# ---- design 1 ----
Figure 1. Placement density heat map (design 1).
(6 px per micron) The die is cut into 7 by 5 equal tiles; white is low, dark blue is high, 0 to 100% covered.
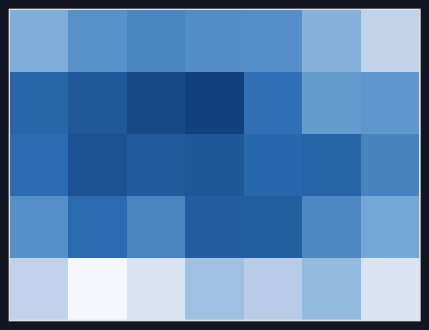

File: src/rtl/instr_fetch_unit_pkg.sv
// -----------------------------------------------------------------------------
// instr_fetch_unit_pkg
// Shared definitions for the instruction fetch stage: default widths, the
// reset PC, the HALT opcode, the fetch FSM state encoding and an opcode helper.
// Optional feature macro used by the fetch stage: FETCH_HALT_EN.
// -----------------------------------------------------------------------------
package instr_fetch_unit_pkg;

    localparam int          ADDR_W_DEF   = 8;
    localparam int          INSTR_W_DEF  = 16;
    localparam int          OPC_W        = 4;
    localparam logic [7:0]  RESET_PC_DEF = 8'h00;
    localparam logic [3:0]  HALT_OPC_DEF = 4'hF;

    // Fetch FSM states; 2'b11 is unused and recovers to IDLE.
    typedef enum logic [1:0] {
        ST_IDLE   = 2'b00,
        ST_FETCH  = 2'b01,
        ST_HALTED = 2'b10
    } fetch_state_e;

    // True when the opcode field matches the configured HALT opcode.
    function automatic logic is_halt_opc(input logic [OPC_W-1:0] opc,
                                         input logic [OPC_W-1:0] halt_opc);
        return (opc == halt_opc);
    endfunction

endpackage

File: src/rtl/fetch_pc_reg.sv
// -----------------------------------------------------------------------------
// fetch_pc_reg
// Program counter register with its next-PC mux.
//   load_en / load_addr : redirect target, highest priority
//   inc_en              : advance PC by one (wraps at 2^ADDR_W)
//   otherwise           : hold
// Ports: clk, rst (async, active-high), load_en, load_addr, inc_en, pc_q.
// -----------------------------------------------------------------------------
module fetch_pc_reg
    import instr_fetch_unit_pkg::*;
#(
    parameter int                ADDR_W   = ADDR_W_DEF,
    parameter logic [ADDR_W-1:0] RESET_PC = ADDR_W'(RESET_PC_DEF)
) (
    input  logic              clk,
    input  logic              rst,
    input  logic              load_en,
    input  logic [ADDR_W-1:0] load_addr,
    input  logic              inc_en,
    output logic [ADDR_W-1:0] pc_q
);

    localparam logic [ADDR_W-1:0] PC_ONE = {{(ADDR_W-1){1'b0}}, 1'b1};

    logic [ADDR_W-1:0] pc_d;

    // Next-PC selection: redirect beats increment beats hold.
    always_comb begin
        pc_d = pc_q;
        if (load_en) begin
            pc_d = load_addr;
        end else if (inc_en) begin
            pc_d = pc_q + PC_ONE;
        end else begin
            pc_d = pc_q;
        end
    end

    // PC register, asynchronously reset to RESET_PC.
    always_ff @(posedge clk or posedge rst) begin
        if (rst) begin
            pc_q <= RESET_PC;
        end else begin
            pc_q <= pc_d;
        end
    end

endmodule

File: src/rtl/instr_fetch_unit.sv
// -----------------------------------------------------------------------------
// instr_fetch_unit
// Fetch stage in front of a combinational instruction memory. Owns the PC
// (via fetch_pc_reg), captures the returned instruction into an instruction
// register with its fetch PC and a valid flag, and handles stall and redirect.
// Optional HALT detection is compiled in when FETCH_HALT_EN is defined.
// Ports:
//   clk, rst (async, active-high)
//   stall                          hold PC and IR
//   redirect_valid, redirect_addr  branch/jump target, flushes the IR
//   instr_in                       memory data for pc_addr
//   pc_addr                        PC register output
//   ir_out, ir_pc, ir_valid        registered instruction, its PC, live flag
//   halted                         fetch stopped on HALT (0 without FETCH_HALT_EN)
// -----------------------------------------------------------------------------
module instr_fetch_unit
    import instr_fetch_unit_pkg::*;
#(
    parameter int                ADDR_W   = ADDR_W_DEF,
    parameter int                INSTR_W  = INSTR_W_DEF,
    parameter logic [ADDR_W-1:0] RESET_PC = ADDR_W'(RESET_PC_DEF)
`ifdef FETCH_HALT_EN
    ,
    parameter logic [OPC_W-1:0]  HALT_OPC = HALT_OPC_DEF
`endif
) (
    input  logic               clk,
    input  logic               rst,
    input  logic               stall,
    input  logic               redirect_valid,
    input  logic [ADDR_W-1:0]  redirect_addr,
    input  logic [INSTR_W-1:0] instr_in,
    output logic [ADDR_W-1:0]  pc_addr,
    output logic [INSTR_W-1:0] ir_out,
    output logic [ADDR_W-1:0]  ir_pc,
    output logic               ir_valid,
    output logic               halted
);

    fetch_state_e       state_q, state_d;
    logic [INSTR_W-1:0] ir_out_q, ir_out_d;
    logic [ADDR_W-1:0]  ir_pc_q, ir_pc_d;
    logic               ir_valid_q, ir_valid_d;
    logic               halted_q, halted_d;
    logic               pc_load_s;
    logic               pc_inc_s;
    logic [ADDR_W-1:0]  pc_s;

    fetch_pc_reg #(
        .ADDR_W   (ADDR_W),
        .RESET_PC (RESET_PC)
    ) u_pc_reg (
        .clk       (clk),
        .rst       (rst),
        .load_en   (pc_load_s),
        .load_addr (redirect_addr),
        .inc_en    (pc_inc_s),
        .pc_q      (pc_s)
    );

    // Fetch FSM next-state, IR capture and PC control.
    always_comb begin
        state_d    = state_q;
        ir_out_d   = ir_out_q;
        ir_pc_d    = ir_pc_q;
        ir_valid_d = ir_valid_q;
        halted_d   = halted_q;
        pc_load_s  = 1'b0;
        pc_inc_s   = 1'b0;

        case (state_q)
            ST_IDLE: begin
                // One dead edge after reset so the memory sees RESET_PC first.
                state_d = ST_FETCH;
            end

            ST_FETCH: begin
                if (redirect_valid) begin
                    pc_load_s  = 1'b1;
                    ir_valid_d = 1'b0;
                end else if (stall) begin
                    ir_valid_d = ir_valid_q;
                end else begin
                    ir_out_d   = instr_in;
                    ir_pc_d    = pc_s;
                    ir_valid_d = 1'b1;
`ifdef FETCH_HALT_EN
                    if (is_halt_opc(instr_in[INSTR_W-1 -: OPC_W], HALT_OPC)) begin
                        // Keep the HALT instruction visible for one cycle; PC stays on it.
                        state_d  = ST_HALTED;
                        halted_d = 1'b1;
                    end else begin
                        pc_inc_s = 1'b1;
                    end
`else
                    pc_inc_s   = 1'b1;
`endif
                end
            end

            ST_HALTED: begin
`ifdef FETCH_HALT_EN
                if (redirect_valid) begin
                    pc_load_s  = 1'b1;
                    halted_d   = 1'b0;
                    ir_valid_d = 1'b0;
                    state_d    = ST_FETCH;
                end else if (!stall) begin
                    // The HALT instruction retires once downstream takes it.
                    ir_valid_d = 1'b0;
                end else begin
                    ir_valid_d = ir_valid_q;
                end
`else
                state_d = ST_IDLE;
`endif
            end

            default: begin
                state_d    = ST_IDLE;
                ir_valid_d = 1'b0;
                halted_d   = 1'b0;
            end
        endcase
    end

    // FSM state and instruction register, asynchronously reset.
    always_ff @(posedge clk or posedge rst) begin
        if (rst) begin
            state_q    <= ST_IDLE;
            ir_out_q   <= {INSTR_W{1'b0}};
            ir_pc_q    <= {ADDR_W{1'b0}};
            ir_valid_q <= 1'b0;
            halted_q   <= 1'b0;
        end else begin
            state_q    <= state_d;
            ir_out_q   <= ir_out_d;
            ir_pc_q    <= ir_pc_d;
            ir_valid_q <= ir_valid_d;
            halted_q   <= halted_d;
        end
    end

    assign pc_addr  = pc_s;
    assign ir_out   = ir_out_q;
    assign ir_pc    = ir_pc_q;
    assign ir_valid = ir_valid_q;
    assign halted   = halted_q;

endmodule

File: config.mk
export PLATFORM = sky130hd
export DESIGN_NAME = instr_fetch_unit
export DESIGN_NICKNAME = d
export VERILOG_FILES = /design/src/rtl/instr_fetch_unit_pkg.sv /design/src/rtl/fetch_pc_reg.sv /design/src/rtl/instr_fetch_unit.sv
export SDC_FILE = /design/constraint.sdc
export NUM_CORES = 1
export LEC_CHECK = 0
export CAP_MARGIN = 40
export CORE_ASPECT_RATIO = 0.75
export CORE_MARGIN = 1
export CORE_UTILIZATION = 45
export CTS_CLUSTER_SIZE = 16
export DETAILED_ROUTE_END_ITERATION = 6
export PLACE_DENSITY = 0.95
export SETUP_SLACK_MARGIN = 0.2
export SLEW_MARGIN = 20
export SYNTH_ARGS = -nofsm -noshare
export SYNTH_HDL_FRONTEND = slang
export SYNTH_SLANG_ARGS = --single-unit
File: constraint.sdc
create_clock -name clk -period 3.6 [get_ports clk]
set_clock_uncertainty 0.05 [all_clocks]
set_input_delay 0.9 -clock clk [delete_from_list [all_inputs] [get_ports clk]]
set_output_delay 0.9 -clock clk [all_outputs]
set_load 0.05 [all_outputs]
# ---- design 2 ----
## src/rtl/fifo_uart_tx.sv

```systemverilog
// Drains a first-word-fall-through FIFO and serializes each word as WIDTH/8
// back-to-back 8N1 UART frames, least significant byte first.
module fifo_uart_tx #(
  parameter int WIDTH        = 8,
  parameter int CLKS_PER_BIT = 100
) (
  input  logic             clk,
  input  logic             rst,
  input  logic [WIDTH-1:0] fifo_dout,
  input  logic             fifo_empty,
  output logic             fifo_rget,
  input  logic             hold,
  output logic             tx,
  output logic             busy
);

  localparam int BYTES = WIDTH / 8;
  localparam int TW    = $clog2(CLKS_PER_BIT);
  localparam int BW    = (BYTES > 1) ? $clog2(BYTES) : 1;
  localparam logic [TW-1:0] LAST_TICK = TW'(CLKS_PER_BIT - 1);
  localparam logic [BW-1:0] LAST_BYTE = BW'(BYTES - 1);

  typedef enum logic [1:0] {IDLE, START, DATA, STOP} state_e;

  state_e           state_q, state_d;
  logic [TW-1:0]    timer_q, timer_d;
  logic [2:0]       bit_q, bit_d;
  logic [BW-1:0]    byte_q, byte_d;
  logic [WIDTH-1:0] shift_q, shift_d;
  logic             tx_q, tx_d;
  logic             pop_ok, tick_last;

  always_ff @(posedge clk or posedge rst) begin
    if (rst) begin
      state_q <= IDLE;
      timer_q <= '0;
      bit_q   <= '0;
      byte_q  <= '0;
      shift_q <= '0;
      tx_q    <= 1'b1;
    end else begin
      state_q <= state_d;
      timer_q <= timer_d;
      bit_q   <= bit_d;
      byte_q  <= byte_d;
      shift_q <= shift_d;
      tx_q    <= tx_d;
    end
  end

  always_comb begin
    // rst gates the pop so a word is never consumed while reset is held
    pop_ok    = !fifo_empty && !hold && !rst;
    tick_last = (timer_q == LAST_TICK);
    state_d   = state_q;
    timer_d   = tick_last ? '0 : timer_q + 1'b1;
    bit_d     = bit_q;
    byte_d    = byte_q;
    shift_d   = shift_q;
    fifo_rget = 1'b0;

    case (state_q)
      IDLE: begin
        timer_d = '0;
        if (pop_ok) begin
          fifo_rget = 1'b1;
          shift_d   = fifo_dout;
          byte_d    = '0;
          state_d   = START;
        end
      end
      START: begin
        if (tick_last) begin
          bit_d   = '0;
          state_d = DATA;
        end
      end
      DATA: begin
        if (tick_last) begin
          shift_d = shift_q >> 1;
          if (bit_q == 3'd7) state_d = STOP;
          else               bit_d   = bit_q + 1'b1;
        end
      end
      STOP: begin
        if (tick_last) begin
          // after 8 shifts per byte the next byte already sits in shift[7:0]
          if (byte_q != LAST_BYTE) begin
            byte_d  = byte_q + 1'b1;
            state_d = START;
          end else if (pop_ok) begin
            fifo_rget = 1'b1;
            shift_d   = fifo_dout;
            byte_d    = '0;
            state_d   = START;
          end else begin
            state_d = IDLE;
          end
        end
      end
    endcase

    // line level follows the next state so tx falls on the popping edge
    case (state_d)
      START:   tx_d = 1'b0;
      DATA:    tx_d = shift_d[0];
      default: tx_d = 1'b1;
    endcase
  end

  assign tx   = tx_q;
  assign busy = (state_q != IDLE);

endmodule

```

## config.mk

```make
export PLATFORM = sky130hd
export DESIGN_NAME = fifo_uart_tx
export DESIGN_NICKNAME = d
export VERILOG_FILES = /design/src/rtl/fifo_uart_tx.sv
export SDC_FILE = /design/constraint.sdc
export NUM_CORES = 1
export LEC_CHECK = 0
export ABC_AREA = 0
export CAP_MARGIN = 30
export CORE_MARGIN = 2
export CORE_UTILIZATION = 55
export CTS_CLUSTER_SIZE = 40
export DETAILED_ROUTE_END_ITERATION = 6
export PLACE_DENSITY = 0.78
export SLEW_MARGIN = 30
export SYNTH_ARGS = -nofsm -noshare
export SYNTH_HDL_FRONTEND = slang
export SYNTH_SLANG_ARGS = --single-unit
```

## constraint.sdc

```tcl
create_clock -name clk -period 2.1 [get_ports clk]
set_clock_uncertainty 0.05 [all_clocks]
set_input_delay 0.42 -clock clk [delete_from_list [all_inputs] [get_ports clk]]
set_output_delay 0.42 -clock clk [all_outputs]
set_load 0.005 [all_outputs]
```

Figure 2. The metal 3 layer (design 1).
(6 px per micron)
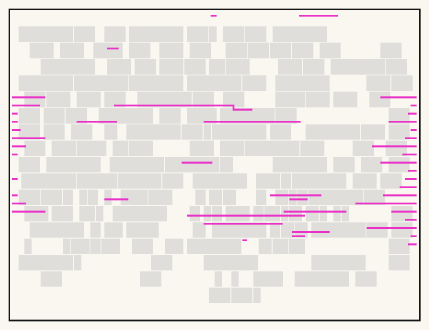
The longest straight run is 19.8 microns. The layer holds 6.5% of the routed length.
met3 Use GR: 5.26%
DRT Wirelength: 3.36 mm
Vias: 1,143

Figure 3. M1 wires (design 1).
(4 px per micron) Supply wires on this layer in grey.
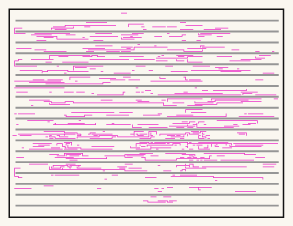
The layer carries 1,450 microns of wire. 171 nets have wire on it. The wires run mostly horizontal. The layer holds 43% of the routed length.
met1 usage: 27.8%

Notes on Figure 1 above:
The fullest tile reaches 94%. The mean over all tiles is 61%. 37% of the tiles are over 75% full.
core box area: 3040 sq um
post-layout util: 71.6%
Core Util at FP: 48.6%

==> deck_impl_summary.md, design 1 <==
Flow Results at a Glance

Worst setup path
  • Crit. Startpoint: u_pc_reg.pc_q[3]
  • Worst r2r dst: ir_pc[7]
  • Worst path arrival time: 1.60 ns
  • Critical Path End Type: primary output
  • Reg2Reg Depth: 3
  • Kind of critical path: flip-flop to primary output

Logic synthesis
  • Top cell type's share of synthesized area: 57.6%
  • Top cells, area: dfrtp_1, mux2_2, o21ai_0
  • Simple-Gate Fraction of Synth Area: 11.9%
  • Unique cell types: 28
  • Post-synth ARST share: 100%
  • Synthesized area per cell: 13.1 sq um
  • Synthesis Warnings: 0
  • Seq share, synth: 57.6%
  • Post-Syn Area: 1480 sq um
  • Ao+oa area frac: 6.60%
  • Cells after Synth: 113
  • Yosys adder share: 0.847%

Timing
  • RSZ-0062 raised after global routing: false
  • Worst-margin pin slew: 0.531 ns
  • Hold Slack: 0.452 ns
  • Relative slew slack: 64.5%
  • Tmin final: 2.55 ns

Finish
  • Seq. cell area: 851 sq um
  • Diode count: 0
  • Fraction of area in registers: 39.1%
  • Clock-cell share: 3.62%
  • Non-Clock Buffer Area Fraction: 28.3%
  • Seq_cells: 34
  • Clk_buf instances: 5
  • Top cell excl fill/tap: clkdlybuf4s50_1
  • Multi-input combinational area share: 26.3%
  • NumNets Final: 206
  • Share of cells above drive strength 1: 20.3%
  • Most common logic cells in the final layout: clkdlybuf4s50_1, dfrtp_1, mux2_2, o21ai_0, nand2_1

Run
  • Max Cap Viol: 0

Power and ir drop
  • Power Combinational: 0.000578 W
  • PD cells: 621 nW/um^2
  • LEAKAGE: 0.911 nW
  • Power Total: 0.00135 W

Route
  • WL met3: 218 microns
  • WL met1: 1.45 mm

Run status
  • Status: completed

Floorplan
  • Die Y: 51.6 microns
  • I/O Pins: 62

CTS
  • Hold buffers post-CTS: 0
  • Reg clk slew, reported paths: 0.06 ns
  • Clk root buf: clkbuf_8
  • CTS sink cnt: 34

Placement
  • Worst Setup Slack post-DPL: 1.00 ns
## design 1: worst min path at each step
stage               start  depth (start not counted)               end  slack (ns)
5_1_grt          ir_pc[5]                          1          ir_pc[5]        0.47
3_3_place_gp     ir_pc[5]                          1          ir_pc[5]        0.42
4_1_cts          ir_pc[5]                          1          ir_pc[5]        0.46
6_report         ir_pc[5]                          1          ir_pc[5]        0.45
3_5_place_dp   ir_out[12]                          1        ir_out[12]        0.45
2_1_floorplan  state_q[0]                          2  u_pc_reg.pc_q[0]        0.55
Figure 4. The metal 3 layer (design 2).
(10 px per micron)
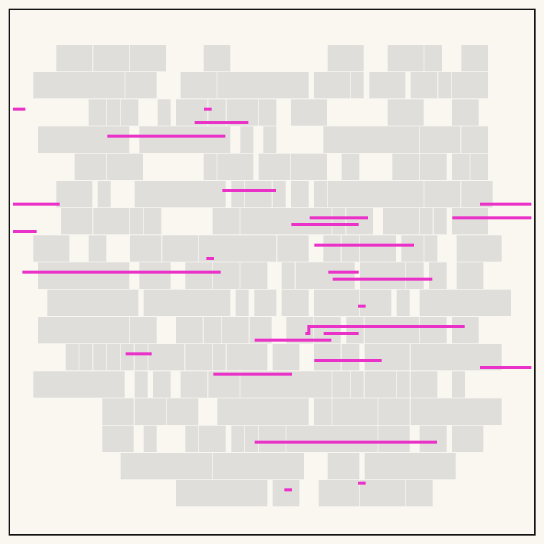
The layer holds 5.2% of the routed length. The layer carries 162 microns of wire.

Figure 5. M1 wires (design 2).
(6 px per micron) Supply wires on this layer in grey.
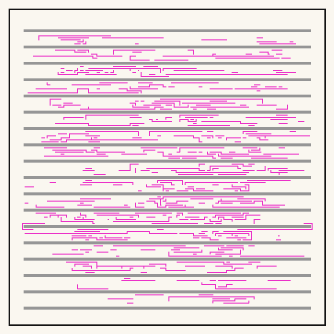
The layer holds 44% of the routed length. 167 nets have wire on it. The longest straight run is 20.2 microns.
met1 usage: 35.3%
DRT Wirelength: 3.11 mm
Vias: 1,182

==> deck_impl_summary.md, design 2 <==
Flow Results at a Glance

Run status
  • Status: completed

Placement
  • Post-DP HPWL: 2.26 mm

Worst setup path
  • Buffers & Inverters on Critical Path: 2
  • Reg2Reg Depth: 7
  • Critical Path End Type: flip-flop

Power and ir drop
  • Power Clock: 0.000201 W
  • Pwr top: combinational cells

Logic synthesis
  • Ys flop type: dfrtp_1
  • Dominant cell type by area after synthesis: dfrtp_1
  • XOR/XNOR Area Share: 3.40%

Floorplan
  • Core Util at FP: 58.3%

Finish
  • Diode count: 0
  • NumNets Final: 189

Global route
  • Global route overflow: 0
  • Met3 Use GR: 4.29%

Timing
  • Worst-margin pin slew: 0.435 ns
  • Hold Slack: 0.471 ns

CTS
  • Resize count post-CTS: 8
==> design 2: layer usage <==
metal / share of wire (%) / routed length [microns]
met1: 44 / 1370
met2: 49 / 1520
met3: 5.2 / 162
met4: 1.9 / 60
met5: 0 / 0
==> design 2: Yosys cell counts, types with 4 or more instances <==
| cell | count |
|---|---|
| mux2i_1 | 7 |
| o21ai_0 | 8 |
| nand3_1 | 4 |
| a22o_1 | 11 |
| ha_1 | 7 |
| nand2_1 | 15 |
| inv_1 | 5 |
| nor2_1 | 14 |
| a21oi_1 | 6 |
| dfrtp_1 | 20 |


## Gallery

Clock routing.
panel A
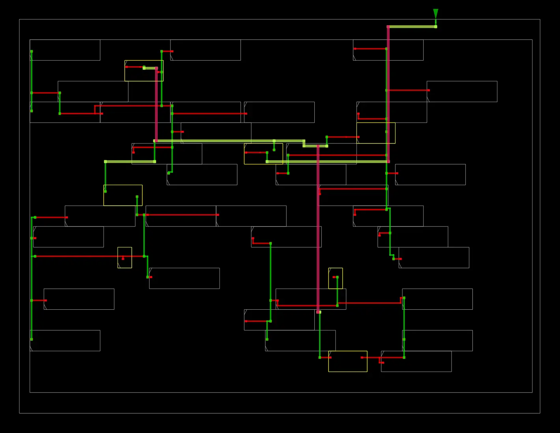
panel B
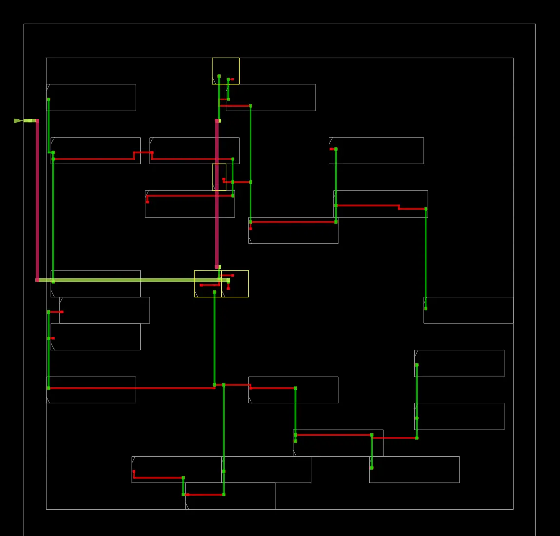
panel A -> design 1
panel B -> design 2
The one with the most sequential cells is panel A.

Power is estimated from default activity; no workload was simulated.
